=== calc_datapath_mc_flat ===
==> calc_datapath_mc_flat/layer_met3.png <==
Bar = 20 um.
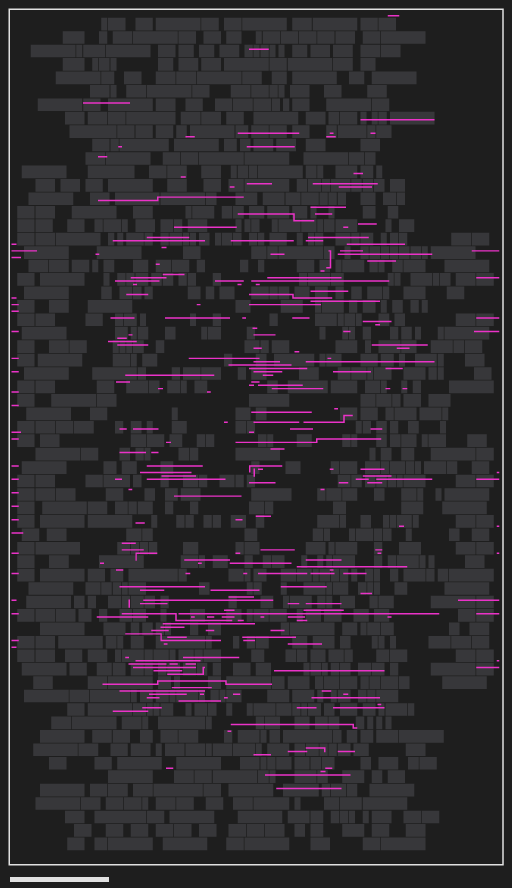

===== config.mk =====
export PLATFORM = sky130hd
export DESIGN_NAME = calc_datapath_mc_flat
export DESIGN_NICKNAME = d
export VERILOG_FILES = /design/src/rtl/calc_datapath_mc_if.sv /design/src/rtl/calc_datapath_mc.sv /design/src/flat_wrapper.sv
export SDC_FILE = /design/constraint.sdc
export NUM_CORES = 1
export LEC_CHECK = 0
export CAP_MARGIN = 20
export CORE_ASPECT_RATIO = 1.75
export CORE_MARGIN = 1
export CORE_UTILIZATION = 50
export DETAILED_ROUTE_END_ITERATION = 16
export GPL_TIMING_DRIVEN = 0
export PLACE_DENSITY = 0.86
export REMOVE_ABC_BUFFERS = 1
export SYNTH_ARGS = -nofsm -noshare
export SYNTH_HDL_FRONTEND = slang
export SYNTH_SLANG_ARGS = --single-unit

===== constraint.sdc =====
create_clock -name clk -period 7 [get_ports clk]
set_input_delay 1.4 -clock clk [delete_from_list [all_inputs] [get_ports clk]]
set_output_delay 1.4 -clock clk [all_outputs]
set_load 0.1 [all_outputs]

===== src/rtl/calc_datapath_mc_if.sv =====
// rtl/calc_datapath_mc_if.sv - operand, control and result bundle for calc_datapath_mc
// master drives operands/controls, slave (the datapath) drives results and handshake.
interface calc_datapath_mc_if #(
  parameter int WIDTH = 16
) ();
  logic             input_start;
  logic [WIDTH-1:0] input_A;
  logic [WIDTH-1:0] input_B;
  logic [WIDTH-1:0] input_PC;
  logic [WIDTH-1:0] input_imm;
  logic [1:0]       input_ALUSrcA;
  logic [1:0]       input_ALUSrcB;
  logic [2:0]       input_ALUOp;
  logic             input_PCSrc;
  logic             output_busy;
  logic             output_done;
  logic [WIDTH-1:0] output_ALUOut;
  logic             output_Zero;
  logic             output_negative;
  logic             output_carry;
  logic [WIDTH-1:0] output_nextPC;

  modport master (
    output input_start, input_A, input_B, input_PC, input_imm,
    output input_ALUSrcA, input_ALUSrcB, input_ALUOp, input_PCSrc,
    input  output_busy, output_done, output_ALUOut, output_Zero,
    input  output_negative, output_carry, output_nextPC
  );

  modport slave (
    input  input_start, input_A, input_B, input_PC, input_imm,
    input  input_ALUSrcA, input_ALUSrcB, input_ALUOp, input_PCSrc,
    output output_busy, output_done, output_ALUOut, output_Zero,
    output output_negative, output_carry, output_nextPC
  );
endinterface


===== src/rtl/calc_datapath_mc.sv =====
// rtl/calc_datapath_mc.sv - multi-cycle ALU datapath with start/busy/done handshake
// Defining CALC_MUL_EN builds the iterative shift-add multiply for op 111.
module calc_datapath_mc #(
  parameter int WIDTH  = 16,
  parameter int PC_INC = 2
) (
  input  logic              clk,
  input  logic              reset,
  calc_datapath_mc_if.slave bus
);
  localparam int SHW = $clog2(WIDTH);

  localparam logic [2:0] S_IDLE = 3'd0;
  localparam logic [2:0] S_LOAD = 3'd1;
  localparam logic [2:0] S_EXEC = 3'd2;
  localparam logic [2:0] S_DONE = 3'd3;
`ifdef CALC_MUL_EN
  localparam logic [2:0] S_MUL  = 3'd4;
  localparam logic [2:0] OP_MUL = 3'b111;
`endif

  localparam logic [2:0] OP_ADD = 3'b000;
  localparam logic [2:0] OP_SUB = 3'b001;
  localparam logic [2:0] OP_AND = 3'b010;
  localparam logic [2:0] OP_OR  = 3'b011;
  localparam logic [2:0] OP_XOR = 3'b100;
  localparam logic [2:0] OP_SLL = 3'b101;
  localparam logic [2:0] OP_SRA = 3'b110;

  logic [2:0]       state_q, state_d;
  logic [WIDTH-1:0] a_reg_q, a_reg_d, b_reg_q, b_reg_d;
  logic [WIDTH-1:0] imm_q, imm_d, pc_q, pc_d;
  logic [1:0]       srca_sel_q, srca_sel_d, srcb_sel_q, srcb_sel_d;
  logic [2:0]       op_q, op_d;
  logic [WIDTH-1:0] alu_out_q, alu_out_d;
  logic             zero_q, zero_d, neg_q, neg_d, carry_q, carry_d;

  logic [WIDTH-1:0] src_a, src_b, alu_res;
  logic [WIDTH:0]   sum_ext;
  logic             alu_carry;
  logic [SHW-1:0]   shamt;

`ifdef CALC_MUL_EN
  logic [2*WIDTH-1:0] acc_q, acc_d, mul_sum;
  logic [SHW-1:0]     cnt_q, cnt_d;

  // One multiplier bit per cycle; multiplicand and multiplier are the captured sources.
  always_comb begin
    mul_sum = acc_q;
    if (src_b[cnt_q]) mul_sum = acc_q + ({{WIDTH{1'b0}}, src_a} << cnt_q);
  end
`endif

  always_comb begin
    src_a = '0;
    src_b = '0;
    case (srca_sel_q)
      2'd0:    src_a = pc_q;
      2'd1:    src_a = WIDTH'(PC_INC);
      2'd2:    src_a = a_reg_q;
      default: src_a = '0;
    endcase
    case (srcb_sel_q)
      2'd0:    src_b = b_reg_q;
      2'd1:    src_b = WIDTH'(PC_INC);
      2'd2:    src_b = imm_q;
      default: src_b = '0;
    endcase
  end

  assign shamt = src_b[SHW-1:0];

  // Op 111 yields zero here; the multiply result comes only from the MUL iteration.
  always_comb begin
    alu_res   = '0;
    alu_carry = 1'b0;
    sum_ext   = '0;
    case (op_q)
      OP_ADD: begin
        sum_ext   = {1'b0, src_a} + {1'b0, src_b};
        alu_res   = sum_ext[WIDTH-1:0];
        alu_carry = sum_ext[WIDTH];
      end
      OP_SUB: begin
        alu_res   = src_a - src_b;
        alu_carry = (src_a < src_b);
      end
      OP_AND:  alu_res = src_a & src_b;
      OP_OR:   alu_res = src_a | src_b;
      OP_XOR:  alu_res = src_a ^ src_b;
      OP_SLL:  alu_res = src_a << shamt;
      OP_SRA:  alu_res = $unsigned($signed(src_a) >>> shamt);
      default: alu_res = '0;
    endcase
  end

  always_comb begin
    state_d    = state_q;
    a_reg_d    = a_reg_q;
    b_reg_d    = b_reg_q;
    imm_d      = imm_q;
    pc_d       = pc_q;
    srca_sel_d = srca_sel_q;
    srcb_sel_d = srcb_sel_q;
    op_d       = op_q;
    alu_out_d  = alu_out_q;
    zero_d     = zero_q;
    neg_d      = neg_q;
    carry_d    = carry_q;
`ifdef CALC_MUL_EN
    acc_d      = acc_q;
    cnt_d      = cnt_q;
`endif
    case (state_q)
      S_IDLE: begin
        if (bus.input_start) begin
          a_reg_d    = bus.input_A;
          b_reg_d    = bus.input_B;
          imm_d      = bus.input_imm;
          pc_d       = bus.input_PC;
          srca_sel_d = bus.input_ALUSrcA;
          srcb_sel_d = bus.input_ALUSrcB;
          op_d       = bus.input_ALUOp;
          state_d    = S_LOAD;
        end
      end
      S_LOAD: state_d = S_EXEC;
      S_EXEC: begin
        alu_out_d = alu_res;
        zero_d    = (alu_res == '0);
        neg_d     = alu_res[WIDTH-1];
        carry_d   = alu_carry;
        state_d   = S_DONE;
`ifdef CALC_MUL_EN
        if (op_q == OP_MUL) begin
          alu_out_d = alu_out_q;
          zero_d    = zero_q;
          neg_d     = neg_q;
          carry_d   = carry_q;
          acc_d     = '0;
          cnt_d     = '0;
          state_d   = S_MUL;
        end
`endif
      end
`ifdef CALC_MUL_EN
      S_MUL: begin
        acc_d = mul_sum;
        cnt_d = cnt_q + SHW'(1);
        if (cnt_q == SHW'(WIDTH - 1)) begin
          alu_out_d = mul_sum[WIDTH-1:0];
          zero_d    = (mul_sum[WIDTH-1:0] == '0);
          neg_d     = mul_sum[WIDTH-1];
          carry_d   = |mul_sum[2*WIDTH-1:WIDTH];
          state_d   = S_DONE;
        end
      end
`endif
      S_DONE:  state_d = S_IDLE;
      default: state_d = S_IDLE;
    endcase
  end

  always_ff @(posedge clk or negedge reset) begin
    if (!reset) begin
      state_q    <= S_IDLE;
      a_reg_q    <= '0;
      b_reg_q    <= '0;
      imm_q      <= '0;
      pc_q       <= '0;
      srca_sel_q <= '0;
      srcb_sel_q <= '0;
      op_q       <= '0;
      alu_out_q  <= '0;
      zero_q     <= 1'b0;
      neg_q      <= 1'b0;
      carry_q    <= 1'b0;
`ifdef CALC_MUL_EN
      acc_q      <= '0;
      cnt_q      <= '0;
`endif
    end else begin
      state_q    <= state_d;
      a_reg_q    <= a_reg_d;
      b_reg_q    <= b_reg_d;
      imm_q      <= imm_d;
      pc_q       <= pc_d;
      srca_sel_q <= srca_sel_d;
      srcb_sel_q <= srcb_sel_d;
      op_q       <= op_d;
      alu_out_q  <= alu_out_d;
      zero_q     <= zero_d;
      neg_q      <= neg_d;
      carry_q    <= carry_d;
`ifdef CALC_MUL_EN
      acc_q      <= acc_d;
      cnt_q      <= cnt_d;
`endif
    end
  end

  always_comb begin
    bus.output_busy = (state_q == S_LOAD) || (state_q == S_EXEC);
`ifdef CALC_MUL_EN
    if (state_q == S_MUL) bus.output_busy = 1'b1;
`endif
  end

  assign bus.output_done     = (state_q == S_DONE);
  assign bus.output_ALUOut   = alu_out_q;
  assign bus.output_Zero     = zero_q;
  assign bus.output_negative = neg_q;
  assign bus.output_carry    = carry_q;
  assign bus.output_nextPC   = bus.input_PCSrc ? alu_out_q : alu_res;
endmodule


===== src/flat_wrapper.sv =====
// flat-port wrapper written by rule: the top's interface ports become plain ports
module calc_datapath_mc_flat 
#(
  parameter int WIDTH  = 16,
  parameter int PC_INC = 2
)
  (clk, reset, bus_input_start, bus_input_A, bus_input_B, bus_input_PC, bus_input_imm, bus_input_ALUSrcA, bus_input_ALUSrcB, bus_input_ALUOp, bus_input_PCSrc, bus_output_busy, bus_output_done, bus_output_ALUOut, bus_output_Zero, bus_output_negative, bus_output_carry, bus_output_nextPC);
  calc_datapath_mc_if #(.WIDTH(WIDTH)) bus_i ();
  input  logic clk;
  input  logic reset;
  input wire logic [$bits(bus_i.input_start)-1:0] bus_input_start;
  input wire logic [$bits(bus_i.input_A)-1:0] bus_input_A;
  input wire logic [$bits(bus_i.input_B)-1:0] bus_input_B;
  input wire logic [$bits(bus_i.input_PC)-1:0] bus_input_PC;
  input wire logic [$bits(bus_i.input_imm)-1:0] bus_input_imm;
  input wire logic [$bits(bus_i.input_ALUSrcA)-1:0] bus_input_ALUSrcA;
  input wire logic [$bits(bus_i.input_ALUSrcB)-1:0] bus_input_ALUSrcB;
  input wire logic [$bits(bus_i.input_ALUOp)-1:0] bus_input_ALUOp;
  input wire logic [$bits(bus_i.input_PCSrc)-1:0] bus_input_PCSrc;
  output wire logic [$bits(bus_i.output_busy)-1:0] bus_output_busy;
  output wire logic [$bits(bus_i.output_done)-1:0] bus_output_done;
  output wire logic [$bits(bus_i.output_ALUOut)-1:0] bus_output_ALUOut;
  output wire logic [$bits(bus_i.output_Zero)-1:0] bus_output_Zero;
  output wire logic [$bits(bus_i.output_negative)-1:0] bus_output_negative;
  output wire logic [$bits(bus_i.output_carry)-1:0] bus_output_carry;
  output wire logic [$bits(bus_i.output_nextPC)-1:0] bus_output_nextPC;
  assign bus_i.input_start = bus_input_start;
  assign bus_i.input_A = bus_input_A;
  assign bus_i.input_B = bus_input_B;
  assign bus_i.input_PC = bus_input_PC;
  assign bus_i.input_imm = bus_input_imm;
  assign bus_i.input_ALUSrcA = bus_input_ALUSrcA;
  assign bus_i.input_ALUSrcB = bus_input_ALUSrcB;
  assign bus_i.input_ALUOp = bus_input_ALUOp;
  assign bus_i.input_PCSrc = bus_input_PCSrc;
  assign bus_output_busy = bus_i.output_busy;
  assign bus_output_done = bus_i.output_done;
  assign bus_output_ALUOut = bus_i.output_ALUOut;
  assign bus_output_Zero = bus_i.output_Zero;
  assign bus_output_negative = bus_i.output_negative;
  assign bus_output_carry = bus_i.output_carry;
  assign bus_output_nextPC = bus_i.output_nextPC;
  calc_datapath_mc #(.WIDTH(WIDTH), .PC_INC(PC_INC)) u_core (.clk(clk), .reset(reset), .bus(bus_i));
endmodule

=== way_data_writer ===
**config.mk**
```make
export PLATFORM = sky130hd
export DESIGN_NAME = way_data_writer
export DESIGN_NICKNAME = d
export VERILOG_FILES = /design/src/rtl/way_data_writer_pkg.sv /design/src/rtl/way_data_writer_onehot.sv /design/src/rtl/way_data_writer.sv
export SDC_FILE = /design/constraint.sdc
export NUM_CORES = 1
export LEC_CHECK = 0
export CORE_AREA = 2 2 446 448
export DETAILED_ROUTE_END_ITERATION = 10
export DIE_AREA = 0 0 448 450
export HOLD_SLACK_MARGIN = 0.12
export SLEW_MARGIN = 20
export SYNTH_ARGS = -nofsm -noshare
export SYNTH_HDL_FRONTEND = slang
export SYNTH_SLANG_ARGS = --single-unit
```
**constraint.sdc**
```tcl
create_clock -name clk -period 4.8 [get_ports clk]
set_clock_uncertainty 0.05 [all_clocks]
set_input_delay 0.72 -clock clk [delete_from_list [all_inputs] [get_ports clk]]
set_output_delay 0.72 -clock clk [all_outputs]
set_load 0.01 [all_outputs]
```
**src/rtl/way_data_writer_pkg.sv**
```systemverilog
// -----------------------------------------------------------------------------
// way_data_writer_pkg
// Shared cache-side definitions for the way write path (and the read side):
//   - write-path FSM state encoding
//   - word-offset width derivation from the line size
//   - one-hot check on a way-select vector
// -----------------------------------------------------------------------------
package way_data_writer_pkg;

  // Widest way-select vector the shared one-hot helper can check.
  // Narrower vectors are zero-extended, which does not change the result.
  localparam int WAY_VEC_MAX = 1024;

  typedef enum logic [1:0] {
    IDLE = 2'd0,
    WORD = 2'd1,
    FILL = 2'd2
  } way_wr_state_e;

  // Number of bits needed to address a word inside a line.
  // Clamped to 1 so a degenerate line size still yields a legal vector.
  function automatic int way_offset_width(input int words_per_line);
    return (words_per_line < 2) ? 1 : $clog2(words_per_line);
  endfunction

  // True when exactly one bit of vec is set.
  function automatic logic way_is_onehot(input logic [WAY_VEC_MAX-1:0] vec);
    return (vec != '0) && ((vec & (vec - WAY_VEC_MAX'(1))) == '0);
  endfunction

endpackage

```
**src/rtl/way_data_writer_onehot.sv**
```systemverilog
// -----------------------------------------------------------------------------
// way_onehot_check
// Combinational validity check on a way-select vector: o_onehot is high when
// exactly one bit of i_vec is set. Kept as its own module so controller-side
// checkers can instantiate the same logic the write path uses.
// -----------------------------------------------------------------------------
module way_onehot_check
  import way_data_writer_pkg::*;
#(
  parameter int WIDTH = 512
) (
  input  logic [WIDTH-1:0] i_vec,
  output logic             o_onehot
);

  if (WIDTH > WAY_VEC_MAX) begin : g_width_check
    $error("way_onehot_check: WIDTH exceeds WAY_VEC_MAX");
  end

  assign o_onehot = way_is_onehot(WAY_VEC_MAX'(i_vec));

endmodule

```
**src/rtl/way_data_writer.sv**
```systemverilog
// -----------------------------------------------------------------------------
// way_data_writer
// Write-side datapath between the cache controller and the way array.
// Handles single-word CPU write hits and full-line refills from memory, and
// drives a registered one-hot write strobe, word offset and data to all ways.
//
// Optional feature macro: WAY_WRITER_BYTE_MASK_EN
//   defined   : adds i_req_byte_en / o_way_byte_en. Word writes forward the
//               request mask, fills force all ones, and an all-zero mask on a
//               word write completes (o_done) without strobing any way.
//   undefined : every write is a full word; the mask ports do not exist.
//
// state | meaning
// ------+------------------------------------------------------------------
// IDLE  | waiting for a request; o_req_ready high unless a done is showing
// WORD  | single-word write strobe on the outputs, o_done high this cycle
// FILL  | accepting fill beats; each beat is written the following cycle
//
// The last fill beat sends the FSM straight back to IDLE, so its write cycle
// is spent in IDLE with o_done high. o_req_ready is masked by the registered
// done so that no request is taken in any done cycle.
// -----------------------------------------------------------------------------
module way_data_writer
  import way_data_writer_pkg::*;
#(
  parameter int NUM_WAYS       = 512,
  parameter int DATA_WIDTH     = 32,
  parameter int ADDRESS_WIDTH  = 32,
  parameter int WORDS_PER_LINE = 16,
  parameter int OFFSET_WIDTH   = way_offset_width(WORDS_PER_LINE)
) (
  input  logic                      clk,
  input  logic                      rst_n,
  // controller request
  input  logic                      i_req_valid,
  output logic                      o_req_ready,
  input  logic                      i_req_fill,
  input  logic [NUM_WAYS-1:0]       i_req_target_way,
  input  logic [OFFSET_WIDTH-1:0]   i_req_offset,
  input  logic [DATA_WIDTH-1:0]     i_req_data,
`ifdef WAY_WRITER_BYTE_MASK_EN
  input  logic [DATA_WIDTH/8-1:0]   i_req_byte_en,
  output logic [DATA_WIDTH/8-1:0]   o_way_byte_en,
`endif
  // memory-side fill beats
  input  logic                      i_fill_valid,
  output logic                      o_fill_ready,
  input  logic [DATA_WIDTH-1:0]     i_fill_data,
  // way array write port
  output logic [NUM_WAYS-1:0]       o_way_we,
  output logic [OFFSET_WIDTH-1:0]   o_way_offset,
  output logic [DATA_WIDTH-1:0]     o_way_data,
  // completion
  output logic                      o_done,
  output logic                      o_err
);

  if ((WORDS_PER_LINE < 2) || ((WORDS_PER_LINE & (WORDS_PER_LINE - 1)) != 0)) begin : g_wpl_check
    $error("way_data_writer: WORDS_PER_LINE must be a power of two >= 2");
  end

  if (ADDRESS_WIDTH <= OFFSET_WIDTH) begin : g_addr_check
    $error("way_data_writer: ADDRESS_WIDTH too small for the word offset");
  end

  localparam logic [OFFSET_WIDTH-1:0] LAST_OFFSET = OFFSET_WIDTH'(WORDS_PER_LINE - 1);

  way_wr_state_e              r_state;
  way_wr_state_e              w_state_next;

  logic [NUM_WAYS-1:0]        r_target;
  logic [OFFSET_WIDTH-1:0]    r_beat_cnt;
  logic [NUM_WAYS-1:0]        r_way_we;
  logic [OFFSET_WIDTH-1:0]    r_way_offset;
  logic [DATA_WIDTH-1:0]      r_way_data;
  logic                       r_done;
  logic                       r_err;

  logic                       w_target_ok;
  logic                       w_req_accept;
  logic                       w_fill_beat;
  logic                       w_last_beat;
  logic [NUM_WAYS-1:0]        w_word_we;

`ifdef WAY_WRITER_BYTE_MASK_EN
  logic [DATA_WIDTH/8-1:0]    r_way_byte_en;

  // A word write with an empty mask still completes but touches no way.
  assign w_word_we = (i_req_byte_en == '0) ? '0 : i_req_target_way;
  assign o_way_byte_en = r_way_byte_en;
`else
  assign w_word_we = i_req_target_way;
`endif

  way_onehot_check #(
    .WIDTH (NUM_WAYS)
  ) u_target_check (
    .i_vec    (i_req_target_way),
    .o_onehot (w_target_ok)
  );

  // Next-state decode plus the handshake outputs, all derived from state.
  always_comb begin
    w_state_next = r_state;
    o_req_ready  = 1'b0;
    o_fill_ready = 1'b0;
    w_req_accept = 1'b0;
    w_fill_beat  = 1'b0;
    w_last_beat  = 1'b0;
    case (r_state)
      IDLE: begin
        o_req_ready  = !r_done;
        w_req_accept = i_req_valid && !r_done;
        if (w_req_accept && w_target_ok) begin
          w_state_next = i_req_fill ? FILL : WORD;
        end
      end
      WORD: begin
        w_state_next = IDLE;
      end
      FILL: begin
        o_fill_ready = 1'b1;
        w_fill_beat  = i_fill_valid;
        w_last_beat  = i_fill_valid && (r_beat_cnt == LAST_OFFSET);
        if (w_last_beat) begin
          w_state_next = IDLE;
        end
      end
      default: begin
        w_state_next = IDLE;
      end
    endcase
  end

  // State, beat counter and registered way-port outputs.
  always_ff @(posedge clk or negedge rst_n) begin
    if (!rst_n) begin
      r_state       <= IDLE;
      r_target      <= '0;
      r_beat_cnt    <= '0;
      r_way_we      <= '0;
      r_way_offset  <= '0;
      r_way_data    <= '0;
      r_done        <= 1'b0;
      r_err         <= 1'b0;
`ifdef WAY_WRITER_BYTE_MASK_EN
      r_way_byte_en <= '0;
`endif
    end else begin
      r_state  <= w_state_next;
      r_way_we <= '0;
      r_done   <= 1'b0;
      r_err    <= 1'b0;

      if (w_req_accept) begin
        if (!w_target_ok) begin
          r_err <= 1'b1;
        end else begin
          r_target   <= i_req_target_way;
          r_beat_cnt <= '0;
          if (!i_req_fill) begin
            r_way_we      <= w_word_we;
            r_way_offset  <= i_req_offset;
            r_way_data    <= i_req_data;
            r_done        <= 1'b1;
`ifdef WAY_WRITER_BYTE_MASK_EN
            r_way_byte_en <= i_req_byte_en;
`endif
          end
        end
      end

      if (w_fill_beat) begin
        r_way_we      <= r_target;
        r_way_offset  <= r_beat_cnt;
        r_way_data    <= i_fill_data;
        r_beat_cnt    <= r_beat_cnt + OFFSET_WIDTH'(1);
        r_done        <= w_last_beat;
`ifdef WAY_WRITER_BYTE_MASK_EN
        r_way_byte_en <= '1;
`endif
      end
    end
  end

  assign o_way_we     = r_way_we;
  assign o_way_offset = r_way_offset;
  assign o_way_data   = r_way_data;
  assign o_done       = r_done;
  assign o_err        = r_err;

endmodule
```
=== scan_sequencer ===
`src/rtl/scan_sequencer.sv`:
```
// scan_sequencer
//   Round-robin scan controller for a downstream 2-to-4 one-hot decoder.
//   It steps through the four channels in ascending order and holds each one
//   enabled for max(dwell,1) cycles. An optional blanking gap of `blank`
//   cycles with en low can separate channels. Channels can be skipped by
//   mask. The block runs either continuously or for a single pass.
//
// Ports
//   clk         : clock, rising edge
//   rst         : asynchronous active-high reset
//   start       : begin scanning (ignored while busy or when all channels masked)
//   stop        : abort scanning, priority over start
//   mode_single : 1 = one pass then idle, 0 = continuous (sampled at each wrap)
//   dwell       : enabled cycles per channel, 0 treated as 1
//   blank       : en-low cycles between channels, 0 = no gap
//   skip_mask   : bit i = 1 skips channel i
//   a, b        : channel select MSB / LSB to the decoder
//   en          : decoder enable
//   busy        : high whenever the sequencer is not idle
//   pass_done   : one-cycle pulse at the end of every completed pass
module scan_sequencer #(
  parameter int DWELL_W = 8,
  parameter int BLANK_W = 4
) (
  input  logic               clk,
  input  logic               rst,
  input  logic               start,
  input  logic               stop,
  input  logic               mode_single,
  input  logic [DWELL_W-1:0] dwell,
  input  logic [BLANK_W-1:0] blank,
  input  logic [3:0]         skip_mask,
  output logic               a,
  output logic               b,
  output logic               en,
  output logic               busy,
  output logic               pass_done
);

  typedef enum logic [1:0] {
    IDLE   = 2'd0,
    ACTIVE = 2'd1,
    BLANK  = 2'd2
  } state_t;

  state_t             state_q, state_d;
  logic [1:0]         ch_q, ch_d;
  logic [1:0]         nxt_q, nxt_d;
  logic               en_q, en_d;
  logic               busy_q, busy_d;
  logic               pass_done_q, pass_done_d;
  logic [DWELL_W-1:0] dwell_cnt_q, dwell_cnt_d;
  logic [BLANK_W-1:0] blank_cnt_q, blank_cnt_d;

  // Returns {found, index} of the first unmasked channel after `cur`,
  // searching cur+1, cur+2, cur+3 and finally cur itself (modulo 4).
  // Iterating from the farthest offset down lets the nearest one win.
  function automatic logic [2:0] next_unmasked(input logic [1:0] cur,
                                               input logic [3:0] mask);
    logic [2:0] res;
    logic [1:0] cand;
    res = 3'b000;
    for (int i = 4; i >= 1; i--) begin
      cand = cur + i[1:0];
      if (!mask[cand]) res = {1'b1, cand};
    end
    return res;
  endfunction

  logic [DWELL_W-1:0] dwell_load;
  logic [2:0]         nu_cur;
  logic [2:0]         nu_first;
  logic               wrap;

  assign dwell_load = (dwell == '0) ? DWELL_W'(1) : dwell;
  assign nu_cur     = next_unmasked(ch_q, skip_mask);
  // Searching forward from channel 3 yields the lowest unmasked channel.
  assign nu_first   = next_unmasked(2'd3, skip_mask);
  assign wrap       = (nu_cur[1:0] <= ch_q);

  always_comb begin
    state_d     = state_q;
    ch_d        = ch_q;
    nxt_d       = nxt_q;
    en_d        = en_q;
    busy_d      = busy_q;
    pass_done_d = 1'b0;
    dwell_cnt_d = dwell_cnt_q;
    blank_cnt_d = blank_cnt_q;

    if (stop) begin
      state_d     = IDLE;
      ch_d        = 2'd0;
      en_d        = 1'b0;
      busy_d      = 1'b0;
      dwell_cnt_d = '0;
      blank_cnt_d = '0;
    end else begin
      case (state_q)
        IDLE: begin
          if (start && (skip_mask != 4'b1111)) begin
            state_d     = ACTIVE;
            ch_d        = nu_first[1:0];
            en_d        = 1'b1;
            busy_d      = 1'b1;
            dwell_cnt_d = dwell_load;
          end
        end

        ACTIVE: begin
          if (dwell_cnt_q <= DWELL_W'(1)) begin
            if (!nu_cur[2]) begin
              // Every channel got masked mid-scan: nothing left to visit.
              state_d = IDLE;
              ch_d    = 2'd0;
              en_d    = 1'b0;
              busy_d  = 1'b0;
            end else if (wrap && mode_single) begin
              state_d     = IDLE;
              ch_d        = 2'd0;
              en_d        = 1'b0;
              busy_d      = 1'b0;
              pass_done_d = 1'b1;
            end else begin
              pass_done_d = wrap;
              if (blank == '0) begin
                ch_d        = nu_cur[1:0];
                dwell_cnt_d = dwell_load;
              end else begin
                // Select stays on the old channel during the gap so it
                // only moves when en rises again.
                state_d     = BLANK;
                en_d        = 1'b0;
                nxt_d       = nu_cur[1:0];
                blank_cnt_d = blank;
              end
            end
          end else begin
            dwell_cnt_d = dwell_cnt_q - DWELL_W'(1);
          end
        end

        BLANK: begin
          if (blank_cnt_q <= BLANK_W'(1)) begin
            state_d     = ACTIVE;
            ch_d        = nxt_q;
            en_d        = 1'b1;
            dwell_cnt_d = dwell_load;
          end else begin
            blank_cnt_d = blank_cnt_q - BLANK_W'(1);
          end
        end

        default: begin
          state_d = IDLE;
          ch_d    = 2'd0;
          en_d    = 1'b0;
          busy_d  = 1'b0;
        end
      endcase
    end
  end

  always_ff @(posedge clk or posedge rst) begin
    if (rst) begin
      state_q     <= IDLE;
      ch_q        <= 2'd0;
      nxt_q       <= 2'd0;
      en_q        <= 1'b0;
      busy_q      <= 1'b0;
      pass_done_q <= 1'b0;
      dwell_cnt_q <= '0;
      blank_cnt_q <= '0;
    end else begin
      state_q     <= state_d;
      ch_q        <= ch_d;
      nxt_q       <= nxt_d;
      en_q        <= en_d;
      busy_q      <= busy_d;
      pass_done_q <= pass_done_d;
      dwell_cnt_q <= dwell_cnt_d;
      blank_cnt_q <= blank_cnt_d;
    end
  end

  assign a         = ch_q[1];
  assign b         = ch_q[0];
  assign en        = en_q;
  assign busy      = busy_q;
  assign pass_done = pass_done_q;

endmodule

```
`config.mk`:
```
export PLATFORM = sky130hd
export DESIGN_NAME = scan_sequencer
export DESIGN_NICKNAME = d
export VERILOG_FILES = /design/src/rtl/scan_sequencer.sv
export SDC_FILE = /design/constraint.sdc
export NUM_CORES = 1
export LEC_CHECK = 0
export CORE_MARGIN = 2
export CORE_UTILIZATION = 48
export DETAILED_ROUTE_END_ITERATION = 10
export GPL_ROUTABILITY_DRIVEN = 0
export PLACE_DENSITY_LB_ADDON = 0.25
export SYNTH_ARGS = -nofsm -noshare
export SYNTH_HDL_FRONTEND = slang
export SYNTH_SLANG_ARGS = --single-unit
```
`constraint.sdc`:
```
create_clock -name clk -period 2.5 [get_ports clk]
set_input_delay 0.5 -clock clk [delete_from_list [all_inputs] [get_ports clk]]
set_output_delay 0.5 -clock clk [all_outputs]
set_load 0.01 [all_outputs]
```
==> scan_sequencer/congestion.png <==
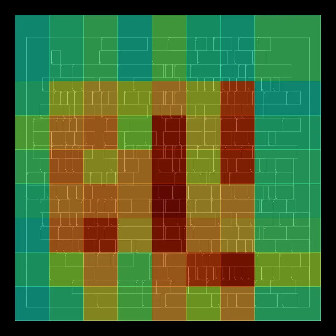
M1 GR Usage: 0.285
Final Core Density: 0.724
Wirelength per Cell: 16.1 um
met3 usage: 0.0273
M2 GR Usage: 0.484

==> qor.yml, scan_sequencer <==
groute.usage.overall: 0.255
fin_ws_ns: -0.00674
drc: 0
stdcell_area_um2: 2250
crit_arrival_ns: 2.73
mostFrequentLayoutCell: "buf_4"
status: "finished with violations"
failed_checks: "negative setup slack"
finalSetupViolCount: 1
wirelength_um: 4580
syn_area_um2: 1590
cts_tree: "done"
vias: 1737
ctsHoldBuffers: 0
fin_nets: 268
top_regs: "dwell_cnt_q x8, blank_cnt_q x4"
htreeDepth: 1
scan_sequencer: tightest hold or removal path: cells and delay by family:
kind | cells | cell delay, ns
buffers and inverters | 3 | 0.71
scan_sequencer: layer usage:
metal | up-vias | GRT usage | wire length (um)
met1 | 844 | 0.285 | 1960
met2 | 59 | 0.484 | 2290
met3 | 14 | 0.0273 | 211
met5 | - | 0 | 0
met4 | 0 | 0.103 | 129
li1 | 820 | - | -
scan_sequencer: layout make-up:
class                      count  area, um2
sequential                    21        528
multi-input combinational    147       1120
inverter                      15       56.3
clock buffer                   4       26.3
tap                           44       55.1
fill                         255        857
timing repair buffer          53        463
scan_sequencer: kinds of logic after synthesis:
logic type / Yosys count / share of synthesized area
fa+ha+maj: 6 / 0.0471
compound gates: 64 / 0.289
flops: 21 / 0.330
simple gates: 71 / 0.241
buf+inv: 22 / 0.0518
mux: 6 / 0.0408
==> way_data_writer/clk_routes.png <==
Bar = 100 um.
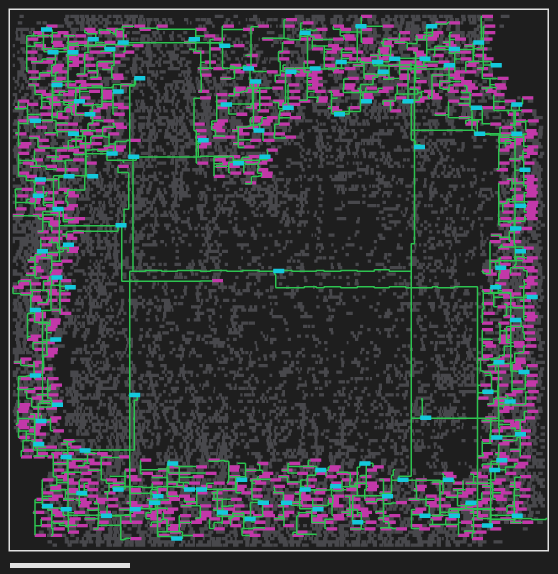
Key: clock wires = green [length 14500 um]; clock drivers = cyan [count 115]; flip-flops = magenta [count 1068]
Position of the flops: all over the die.

==> qor.yml, way_data_writer <==
status: "finished with violations"
failed_checks: "negative setup slack"
fin_ws_ns: -1.36
cts_made_buffers: 115
finalSetupViolCount: 1068
ys_chip_area_um2: 53100
groute.usage.overall: 0.425
path_delay_family: "simple AND/OR/NAND/NOR gates"
dp.cells: 10629
dr_wl_met3_um: 33600
ys_seq_frac: 0.504
sh_comb_area: 0.294
cpMostUsedCell: "buf_4"
drtIter0Drc: 7064
num-nonclk-buffers: 3725
worst-path-buf-inv: 12
chipArea_um2: 202000
==> way_data_writer: worst min path at each step <==
stage / slack (ns) / depth (start not counted) / from / to
6_report: 0.24 / 3 / i_req_target_way[133] / r_target[133]$_DFFE_PN0P_
5_1_grt: 0.22 / 3 / i_req_target_way[133] / r_target[133]$_DFFE_PN0P_
4_1_cts: 0.26 / 3 / i_req_target_way[244] / o_way_we[244]$_DFF_PN0_
3_5_place_dp: 0.42 / 2 / r_target[213]$_DFFE_PN0P_ / o_way_we[213]$_DFF_PN0_
3_3_place_gp: 0.41 / 2 / r_target[316]$_DFFE_PN0P_ / o_way_we[316]$_DFF_PN0_
2_1_floorplan: 0.37 / 0 / rst_n / o_done$_DFF_PN0_
==> way_data_writer: cell usage in the layout, fill, tap and decap left out, drive strengths merged, types with 159 or more instances in the layout <==
cell,instances
buf,2593
dfrtp,1068
clkdlybuf4s50,819
mux2,512
a22o,494
nand2,252
nor4,252
clkbuf,218
or4,215
nor2,210
nand4,209
dlymetal6s2s,190
nand3,176
nor3,173
o21ai,159
==> calc_datapath_mc_flat/layer_met2.png <==
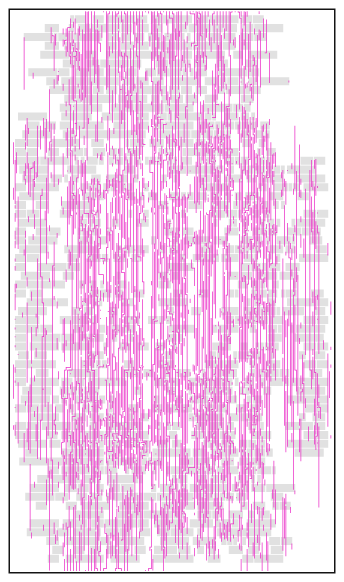
956 nets have wire on it. The wires run mostly vertical. The layer carries 13900 um of wire. The longest straight run is 61.5 um. The layer holds 50% of the routed length.

## Picture notes: calc_datapath_mc_flat/layer_met3.png
The layer holds 5.4% of the routed length. The wires run mostly horizontal. The longest straight run is 52.4 um.

==> qor.yml, calc_datapath_mc_flat <==
status: "completed"
busiest_layer: "met2"
cts_tree: "done"
grt_pass1_vias: 7971
die_w_um: 99.6
ff2ff_path_depth: 13
path_delay_family: "AND-OR/OR-AND gates"
fin_ws_ns: 0.157
clock_path_buffers: 2
grt_use_met1: 0.373
taps: 224
dpl_cell_area_um2: 9570
min_period_ns: 6.84
seq_area_um2: 2280
warnings: 62
vias: 7951
pre_cts_slack_ns: -0.636
synthArstFlopShare: 1.00
final_cell_mix: "mux2_2, clkdlybuf4s50_1, dfrtp_1"
cp.depth: 13
stdcell_area_um2: 9890
ys_ff: 91
maxSlewViolCount: 0
crit_end: "bus_output_nextPC[14]"
antenna_found_initial: 0
[calc_datapath_mc_flat: state kept, by name, summed over array words and instances (netlist names), 2 cells and up]
name                      cells
u_core.a_reg_q               16
u_core.pc_q                  16
u_core.op_q                   3
u_core.srca_sel_q             2
u_core.srcb_sel_q             2
u_core.bus.output_ALUOut     15
u_core.imm_q                 16
u_core.state_q                2
u_core.b_reg_q               16
[calc_datapath_mc_flat: logic make-up (layout without fill, tap and decap cells)]
| group | after synthesis | count (layout) | share of synthesized area |
|---|---|---|---|
| simple gates | 244 | 244 | 0.153 |
| mux | 151 | 151 | 0.203 |
| buf+inv | 120 | 192 | 0.0642 |
| compound gates | 257 | 257 | 0.212 |
| flops | 91 | 91 | 0.273 |
| xor+xnor | 8 | 8 | 0.00840 |
| fa+ha+maj | 56 | 56 | 0.0858 |
[calc_datapath_mc_flat: repair_timing]
action | in CTS | in global routing
setup buffers | 0 | 3
endpoints found under the hold margin | 0 | 0
gates resized | 22 | 4
endpoints found under the setup margin | 15 | 4

=== mux2 ===
==> mux2/clk_routes.png <==
Bar = 10 um.
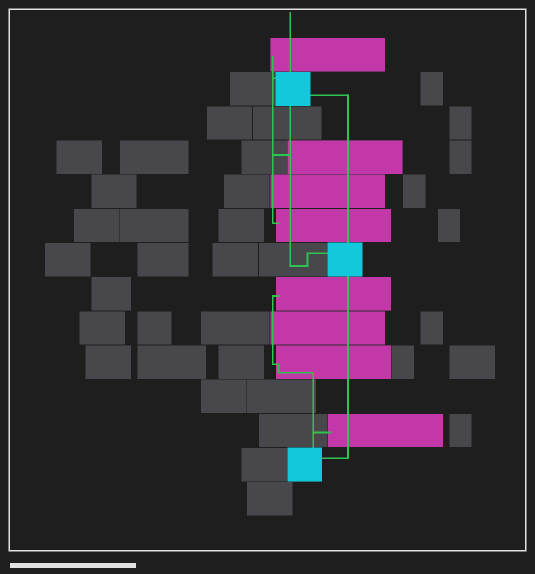

## config.mk

```make
export PLATFORM = sky130hd
export DESIGN_NAME = mux2
export DESIGN_NICKNAME = d
export VERILOG_FILES = /design/src/rtl/mux2_pkg.sv /design/src/rtl/mux2.sv
export SDC_FILE = /design/constraint.sdc
export NUM_CORES = 1
export LEC_CHECK = 0
export CORE_AREA = 2 2 39 41
export CTS_CLUSTER_SIZE = 16
export DETAILED_ROUTE_END_ITERATION = 6
export DIE_AREA = 0 0 41 43
export SLEW_MARGIN = 20
export SYNTH_ARGS = -nofsm -noshare
export SYNTH_HDL_FRONTEND = slang
export SYNTH_SLANG_ARGS = --single-unit
```

## constraint.sdc

```tcl
create_clock -name clk -period 0.8 [get_ports clk]
set_input_delay 0.12 -clock clk [delete_from_list [all_inputs] [get_ports clk]]
set_output_delay 0.12 -clock clk [all_outputs]
set_load 0.005 [all_outputs]
```

## src/rtl/mux2_pkg.sv

```systemverilog
// Shared constants for the registered 2:1 word multiplexer.
package mux2_pkg;

    localparam int unsigned MUX2_DEFAULT_WIDTH = 32'd8;

endpackage : mux2_pkg

```

## src/rtl/mux2.sv

```systemverilog
// Registered 2:1 word multiplexer: y takes a (s = 0) or b (s = 1) one clock after sampling.
// Unknown select keeps conditional-operator merge semantics so x-pessimism stays visible in simulation.
module mux2
    import mux2_pkg::*;
#(
    parameter int unsigned WIDTH = MUX2_DEFAULT_WIDTH
) (
    input  logic             clk,
    input  logic             rst_n,
    input  logic [WIDTH-1:0] a,
    input  logic [WIDTH-1:0] b,
    input  logic             s,
    output logic [WIDTH-1:0] y
);

    logic [WIDTH-1:0] sel_s;
    logic [WIDTH-1:0] y_r;

    // Selection expression; the ?: form merges a and b bitwise when s is unknown.
    assign sel_s = s ? b : a;

    // Output register with asynchronous clear; reloaded on every rising edge.
    always_ff @(posedge clk or negedge rst_n) begin
        if (!rst_n) begin
            y_r <= {WIDTH{1'b0}};
        end else begin
            y_r <= sel_s;
        end
    end

    assign y = y_r;

endmodule : mux2

```

=== prog_loader ===
## config.mk

```make
export PLATFORM = sky130hd
export DESIGN_NAME = prog_loader
export DESIGN_NICKNAME = d
export VERILOG_FILES = /design/src/rtl/prog_loader.sv
export SDC_FILE = /design/constraint.sdc
export NUM_CORES = 1
export LEC_CHECK = 0
export ABC_AREA = 1
export CAP_MARGIN = 20
export CORE_MARGIN = 4
export CORE_UTILIZATION = 58
export DETAILED_ROUTE_END_ITERATION = 16
export GPL_ROUTABILITY_DRIVEN = 0
export PLACE_DENSITY_LB_ADDON = 0.08
export RECOVER_POWER = 50
export SYNTH_ARGS = -nofsm -noshare
export SYNTH_HDL_FRONTEND = slang
export SYNTH_SLANG_ARGS = --single-unit
```

## constraint.sdc

```tcl
create_clock -name clk -period 5.2 [get_ports clk]
set_input_delay 1.56 -clock clk [delete_from_list [all_inputs] [get_ports clk]]
set_output_delay 1.56 -clock clk [all_outputs]
set_load 0.02 [all_outputs]
```

## src/rtl/prog_loader.sv

```systemverilog
// Serial program loader: UART bytes -> little-endian 32-bit words -> program memory write port.
// Optional macro PROG_LOADER_PARITY_EN switches frames from 8-N-1 to 8-E-1 with parity checking.
module prog_loader #(
  parameter int CLKS_PER_BIT = 87,
  parameter int TIMEOUT_CLKS = 100000,
  parameter int ADDR_W       = 14
) (
  input  logic              clk,
  input  logic              rst,
  input  logic              start,
  input  logic              rx,
  output logic              busy,
  output logic              done,
  output logic              err,
  output logic              wr_en,
  output logic [ADDR_W-1:0] wr_addr,
  output logic [31:0]       wr_data,
  output logic [ADDR_W:0]   word_count
);

  localparam int CNT_W = $clog2(CLKS_PER_BIT);
  localparam int TO_W  = $clog2(TIMEOUT_CLKS);

  localparam logic [CNT_W-1:0]  BIT_END   = CNT_W'(CLKS_PER_BIT - 1);
  localparam logic [CNT_W-1:0]  HALF_END  = CNT_W'(CLKS_PER_BIT / 2 - 1);
  localparam logic [CNT_W-1:0]  CNT_ONE   = CNT_W'(1);
  localparam logic [TO_W-1:0]   TO_END    = TO_W'(TIMEOUT_CLKS - 1);
  localparam logic [TO_W-1:0]   TO_ONE    = TO_W'(1);
  localparam logic [ADDR_W-1:0] ADDR_LAST = {ADDR_W{1'b1}};
  localparam logic [ADDR_W-1:0] ADDR_ONE  = ADDR_W'(1);
  localparam logic [ADDR_W:0]   WC_ONE    = (ADDR_W + 1)'(1);

  typedef enum logic [1:0] {
    IDLE,
    LOAD,
    FLUSH,
    DONE
  } state_t;

  typedef enum logic [2:0] {
    RX_HUNT,
    RX_START,
    RX_DATA,
    RX_PARITY,
    RX_STOP
  } rx_state_t;

  state_t            r_state;
  rx_state_t         r_rxState;

  logic              r_rxMeta;
  logic              r_rxSync;
  logic              r_rxSyncD;

  logic [CNT_W-1:0]  r_bitCnt;
  logic [2:0]        r_bitIdx;
  logic [7:0]        r_shift;

  logic [31:0]       r_word;
  logic [1:0]        r_byteIdx;
  logic [ADDR_W-1:0] r_addr;
  logic [TO_W-1:0]   r_toCnt;
  logic              r_gotByte;
  logic              r_fullPend;
  logic              r_flushSent;

  logic              r_busy;
  logic              r_done;
  logic              r_err;
  logic              r_wrEn;
  logic [ADDR_W-1:0] r_wrAddr;
  logic [31:0]       r_wrData;
  logic [ADDR_W:0]   r_wordCount;

  logic              w_rxActive;
  logic              w_startEdge;
  logic              w_stopSample;
  logic              w_byteGood;
  logic              w_byteBad;
  logic [31:0]       w_wordNext;

  assign busy       = r_busy;
  assign done       = r_done;
  assign err        = r_err;
  assign wr_en      = r_wrEn;
  assign wr_addr    = r_wrAddr;
  assign wr_data    = r_wrData;
  assign word_count = r_wordCount;

  // Synchronizer flops reset to the idle-high level so reset release never looks like a start bit.
  always_ff @(posedge clk or negedge rst) begin
    if (!rst) begin
      r_rxMeta  <= 1'b1;
      r_rxSync  <= 1'b1;
      r_rxSyncD <= 1'b1;
    end else begin
      r_rxMeta  <= rx;
      r_rxSync  <= r_rxMeta;
      r_rxSyncD <= r_rxSync;
    end
  end

  assign w_rxActive   = (r_state == LOAD) && !r_fullPend;
  assign w_startEdge  = w_rxActive && (r_rxState == RX_HUNT) && r_rxSyncD && !r_rxSync;
  assign w_stopSample = w_rxActive && (r_rxState == RX_STOP) && (r_bitCnt == BIT_END);

`ifdef PROG_LOADER_PARITY_EN
  logic r_parErr;
  assign w_byteGood = w_stopSample && r_rxSync && !r_parErr;
`else
  assign w_byteGood = w_stopSample && r_rxSync;
`endif
  assign w_byteBad  = w_stopSample && !w_byteGood;

  always_comb begin
    w_wordNext = r_word;
    case (r_byteIdx)
      2'd0:    w_wordNext[7:0]   = r_shift;
      2'd1:    w_wordNext[15:8]  = r_shift;
      2'd2:    w_wordNext[23:16] = r_shift;
      default: w_wordNext[31:24] = r_shift;
    endcase
  end

  // Bit-level receiver; samples mid-bit once the start bit survives the half-bit re-check.
  always_ff @(posedge clk or negedge rst) begin
    if (!rst) begin
      r_rxState <= RX_HUNT;
      r_bitCnt  <= '0;
      r_bitIdx  <= '0;
      r_shift   <= '0;
`ifdef PROG_LOADER_PARITY_EN
      r_parErr  <= 1'b0;
`endif
    end else if (!w_rxActive) begin
      r_rxState <= RX_HUNT;
      r_bitCnt  <= '0;
    end else begin
      case (r_rxState)
        RX_HUNT: begin
          if (r_rxSyncD && !r_rxSync) begin
            r_rxState <= RX_START;
            r_bitCnt  <= '0;
          end
        end
        RX_START: begin
          if (r_bitCnt == HALF_END) begin
            r_bitCnt <= '0;
            r_bitIdx <= '0;
            r_rxState <= r_rxSync ? RX_HUNT : RX_DATA;
          end else begin
            r_bitCnt <= r_bitCnt + CNT_ONE;
          end
        end
        RX_DATA: begin
          if (r_bitCnt == BIT_END) begin
            r_bitCnt <= '0;
            r_shift  <= {r_rxSync, r_shift[7:1]};
            if (r_bitIdx == 3'd7) begin
`ifdef PROG_LOADER_PARITY_EN
              r_rxState <= RX_PARITY;
`else
              r_rxState <= RX_STOP;
`endif
            end else begin
              r_bitIdx <= r_bitIdx + 3'd1;
            end
          end else begin
            r_bitCnt <= r_bitCnt + CNT_ONE;
          end
        end
`ifdef PROG_LOADER_PARITY_EN
        RX_PARITY: begin
          if (r_bitCnt == BIT_END) begin
            r_bitCnt  <= '0;
            r_parErr  <= ^{r_shift, r_rxSync};
            r_rxState <= RX_STOP;
          end else begin
            r_bitCnt <= r_bitCnt + CNT_ONE;
          end
        end
`endif
        RX_STOP: begin
          if (r_bitCnt == BIT_END) begin
            r_bitCnt  <= '0;
            r_rxState <= RX_HUNT;
          end else begin
            r_bitCnt <= r_bitCnt + CNT_ONE;
          end
        end
        default: begin
          r_rxState <= RX_HUNT;
          r_bitCnt  <= '0;
        end
      endcase
    end
  end

  // Session FSM: word assembly, memory writes, idle timeout, flush and full-memory termination.
  always_ff @(posedge clk or negedge rst) begin
    if (!rst) begin
      r_state     <= IDLE;
      r_word      <= '0;
      r_byteIdx   <= '0;
      r_addr      <= '0;
      r_toCnt     <= '0;
      r_gotByte   <= 1'b0;
      r_fullPend  <= 1'b0;
      r_flushSent <= 1'b0;
      r_busy      <= 1'b0;
      r_done      <= 1'b0;
      r_err       <= 1'b0;
      r_wrEn      <= 1'b0;
      r_wrAddr    <= '0;
      r_wrData    <= '0;
      r_wordCount <= '0;
    end else begin
      r_wrEn <= 1'b0;
      if (start && ((r_state == IDLE) || (r_state == DONE))) begin
        r_state     <= LOAD;
        r_word      <= '0;
        r_byteIdx   <= '0;
        r_addr      <= '0;
        r_toCnt     <= '0;
        r_gotByte   <= 1'b0;
        r_fullPend  <= 1'b0;
        r_flushSent <= 1'b0;
        r_busy      <= 1'b1;
        r_done      <= 1'b0;
        r_err       <= 1'b0;
        r_wordCount <= '0;
      end else begin
        case (r_state)
          LOAD: begin
            if (r_fullPend) begin
              r_fullPend <= 1'b0;
              r_state    <= DONE;
              r_busy     <= 1'b0;
              r_done     <= 1'b1;
            end else begin
              if (w_byteGood) begin
                r_gotByte <= 1'b1;
                if (r_byteIdx == 2'd3) begin
                  r_wrEn      <= 1'b1;
                  r_wrAddr    <= r_addr;
                  r_wrData    <= w_wordNext;
                  r_word      <= '0;
                  r_byteIdx   <= '0;
                  r_wordCount <= r_wordCount + WC_ONE;
                  if (r_addr == ADDR_LAST) begin
                    r_fullPend <= 1'b1;
                  end else begin
                    r_addr <= r_addr + ADDR_ONE;
                  end
                end else begin
                  r_word    <= w_wordNext;
                  r_byteIdx <= r_byteIdx + 2'd1;
                end
              end
              if (w_byteBad) begin
                r_err <= 1'b1;
              end
              if (w_startEdge) begin
                r_toCnt <= '0;
              end else if ((r_rxState == RX_HUNT) && r_gotByte) begin
                if (r_toCnt == TO_END) begin
                  r_toCnt <= '0;
                  if (r_byteIdx != 2'd0) begin
                    r_state <= FLUSH;
                  end else begin
                    r_state <= DONE;
                    r_busy  <= 1'b0;
                    r_done  <= 1'b1;
                  end
                end else begin
                  r_toCnt <= r_toCnt + TO_ONE;
                end
              end
            end
          end
          FLUSH: begin
            if (!r_flushSent) begin
              r_flushSent <= 1'b1;
              r_wrEn      <= 1'b1;
              r_wrAddr    <= r_addr;
              r_wrData    <= r_word;
              r_word      <= '0;
              r_byteIdx   <= '0;
              r_wordCount <= r_wordCount + WC_ONE;
            end else begin
              r_flushSent <= 1'b0;
              r_state     <= DONE;
              r_busy      <= 1'b0;
              r_done      <= 1'b1;
            end
          end
          default: begin
          end
        endcase
      end
    end
  end

endmodule

```


==> layout pictures side by side <==
M3 wires.
(a)
Bar = 10 um.
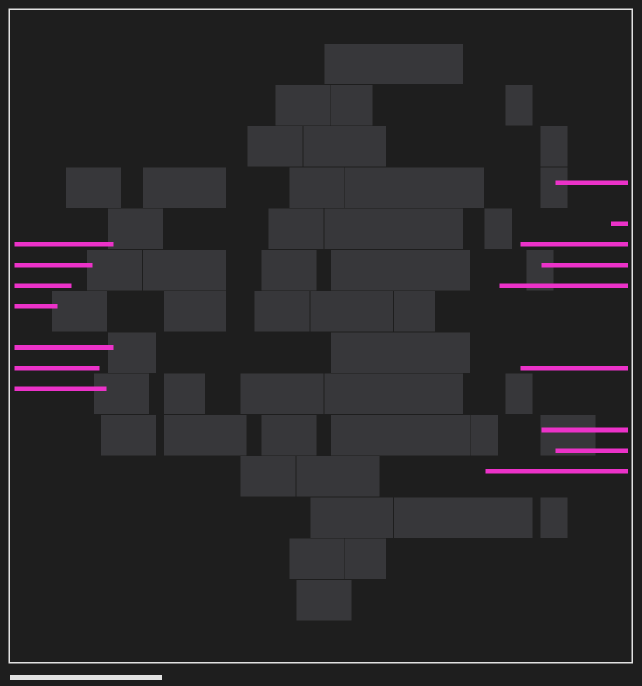
(b)
Bar = 50 um.
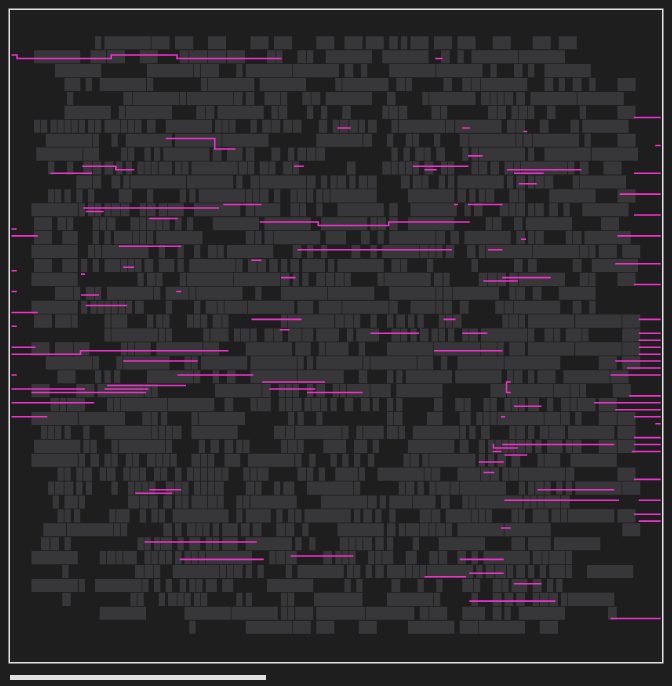
Of these, largest die: (b)
(b): prog_loader
(a): mux2

Key to (a):
The layer holds 12% of the routed length. The layer carries 85.7 um of wire. The wires run mostly horizontal. 16 nets have wire on it. The longest straight run is 9.10 um.

==> mux2/congestion.png <==
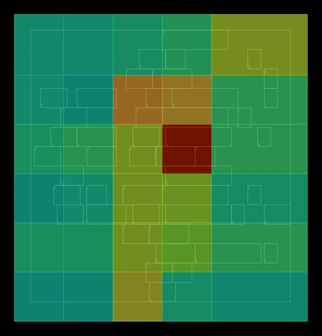
Final Core Density: 0.434
GRT Overall Usage: 0.0890
M2 GR Usage: 0.172
GR peak layer: met2
met3 usage: 0

==> mux2/wires.png <==
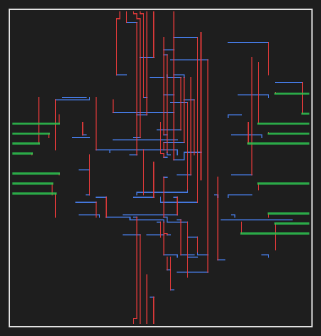
Key: metal 1 = blue [wire length 190 um]; metal 3 = green [wire length 85.7 um]; metal 2 = red [wire length 430 um]

Notes on mux2/clk_routes.png above:
Key: clock wires = green [length 98.1 um]; flip-flops = magenta [count 8]; clock drivers = cyan [count 3]
There are 4 routed clock nets.

==> qor.yml, mux2 <==
failed_checks: "negative setup slack"
tns_ns: -0.273
endpoint_kind: "output pin"
synth_nets: 36
rsz0062_at_grt: "yes"
fin_nets: 68
ys_seq_frac: 0.604
floorplan.core_util: 0.240
dr_wl_met3_um: 85
grt_pass1_wl_um: 945
die_w_um: 41
relSlewSlack: 0.774
top_cell_area_share: 0.604
total_power_uw: 932
synthArstFlopShare: 1.00
crit_arrival_ns: 0.73
warnings: 28
max_freq_mhz: 1180
first_pass_iters: 2
status: "finished with violations"
path_delay_family: "flip-flops"
cp.required_ns: 0.68
finalSetupViolCount: 8
viasPerCell: 3.86
seq_cell_power_uw: 442
p_leak_nw: 0.287
drive_gt1_frac: 0.447
cpPeakStageDelay_ns: 0.36
fin_ws_ns: -0.0497
## mux2: final timing paths
path,from,cells after the start,slack [ns],to
setup / recovery,y[4]$_DFF_PN0_,1,-0.05,y[4]
hold / removal,rst_n,1,0.14,y[1]$_DFF_PN0_
max in group asynchronous,rst_n,1,0.41,y[6]$_DFF_PN0_
min in group clk,s,3,0.42,y[5]$_DFF_PN0_
## mux2: timing repair
action | 4_1_cts | 5_1_grt
endpoints found under the setup margin | 16 | 8
gates cloned | 0 | 0
gates resized | 33 | 0
hold endpoints to repair | 0 | 0
## mux2: cell type report
type                    count  area, um2  area share
flip-flops and latches      8        200       0.333
clock buffers               3       22.5      0.0375
well taps                  16       20.0      0.0333
multi-input cells           8        120       0.200
repair buffers             28        238       0.396
## mux2: cells in the final DEF (no fill, tap or decap)
cell type / count
dlygate4sd2_1: 1
mux2_4: 8
clkbuf_4: 3
buf_6: 1
clkdlybuf4s50_1: 17
dfrtp_1: 8
buf_4: 1
buf_2: 8
## mux2: kinds of logic (layout without fill, tap and decap cells)
group / count (synthesis) / after routing / synth area share
DFF: 8 / 8 / 0.604
muxes: 8 / 8 / 0.362
buffers and inverters: 1 / 31 / 0.0340
==> prog_loader/layer_met2.png <==
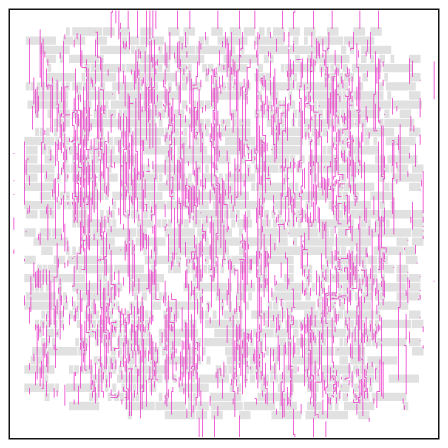
873 nets have wire on it. The layer holds 46% of the routed length. The longest straight run is 40.1 um. The layer carries 8440 um of wire. The wires run mostly vertical.

==> qor.yml, prog_loader <==
status: "finished with violations"
failed_checks: "max-capacitance violations, max-slew violations"
finalNonFillerCells: 1318
start_kind: "primary input"
htreeDepth: 4
syn_area_um2: 8280
viasPerCell: 5.40
first_pass_iters: 5
grt_max_degree: 99
die_y_um: 127
area_delta_synth_final_pct: 16.1
ys_seq_frac: 0.481
maxCapViolations: 1
floorplan.core_util: 0.594
cts_root_buffer: "clkbuf_16"
dpl_cell_area_um2: 9010
r2r-end: "wr_addr[0]$_DFFE_PN0P_"
maxSlewViolCount: 90
[prog_loader: power groups by stage]
stage               Sequential (mW)  Clock (mW)  Combinational (mW)
floorplan                      1.84           0                1.48
detailed placement             1.72           0                2.19
global placement               1.71           0                2.15
global route                   1.74        1.34                2.49
finish                         1.70        1.27                2.21
CTS                            1.70        1.29                2.20
[prog_loader: critical path, stage by stage]
cell,delay (ns)
dlygate4sd3_1,0.55
nand2_1,0.07
inv_1,0.09
clkbuf_1,0.84
nor2_2,0.02
buf_4,0.28
inv_1,0.12
o21ai_1,0.08
nor2_2,0.49
nand2_1,0.10
nand2_1,0.12
[prog_loader: cell families (layout without fill, tap and decap cells)]
logic type | count (synthesis) | in the layout
mux | 1 | 1
flops | 159 | 159
compound gates | 218 | 218
simple gates | 537 | 537
buf+inv | 126 | 186
xor+xnor | 23 | 23
fa+ha+maj | 14 | 14
[prog_loader: final cells by class]
class / count / area, um2
multi-input cells: 793 / 3760
well taps: 180 / 225
clock inverters: 6 / 108
repair buffers: 74 / 738
inverters: 83 / 312
clock buffers: 23 / 488
fillers: 1157 / 4320
flip-flops and latches: 159 / 3980


==> screenshots <==
M2 wires.
image #1
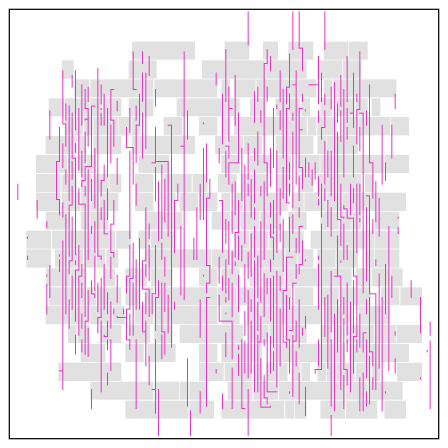
image #2
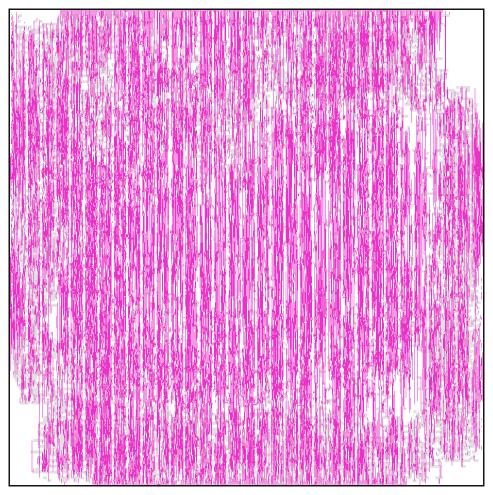
image #3
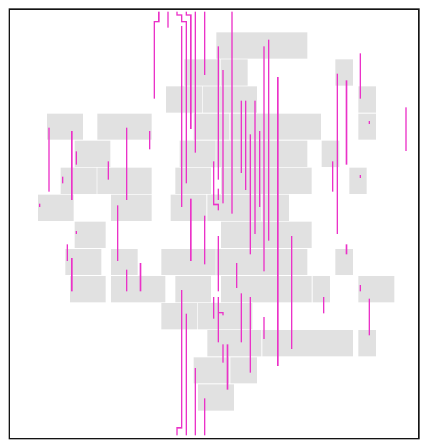
For scan_sequencer, see image #1.
For mux2, see image #3.
For way_data_writer, see image #2.

Power is estimated from default activity; no workload was simulated.
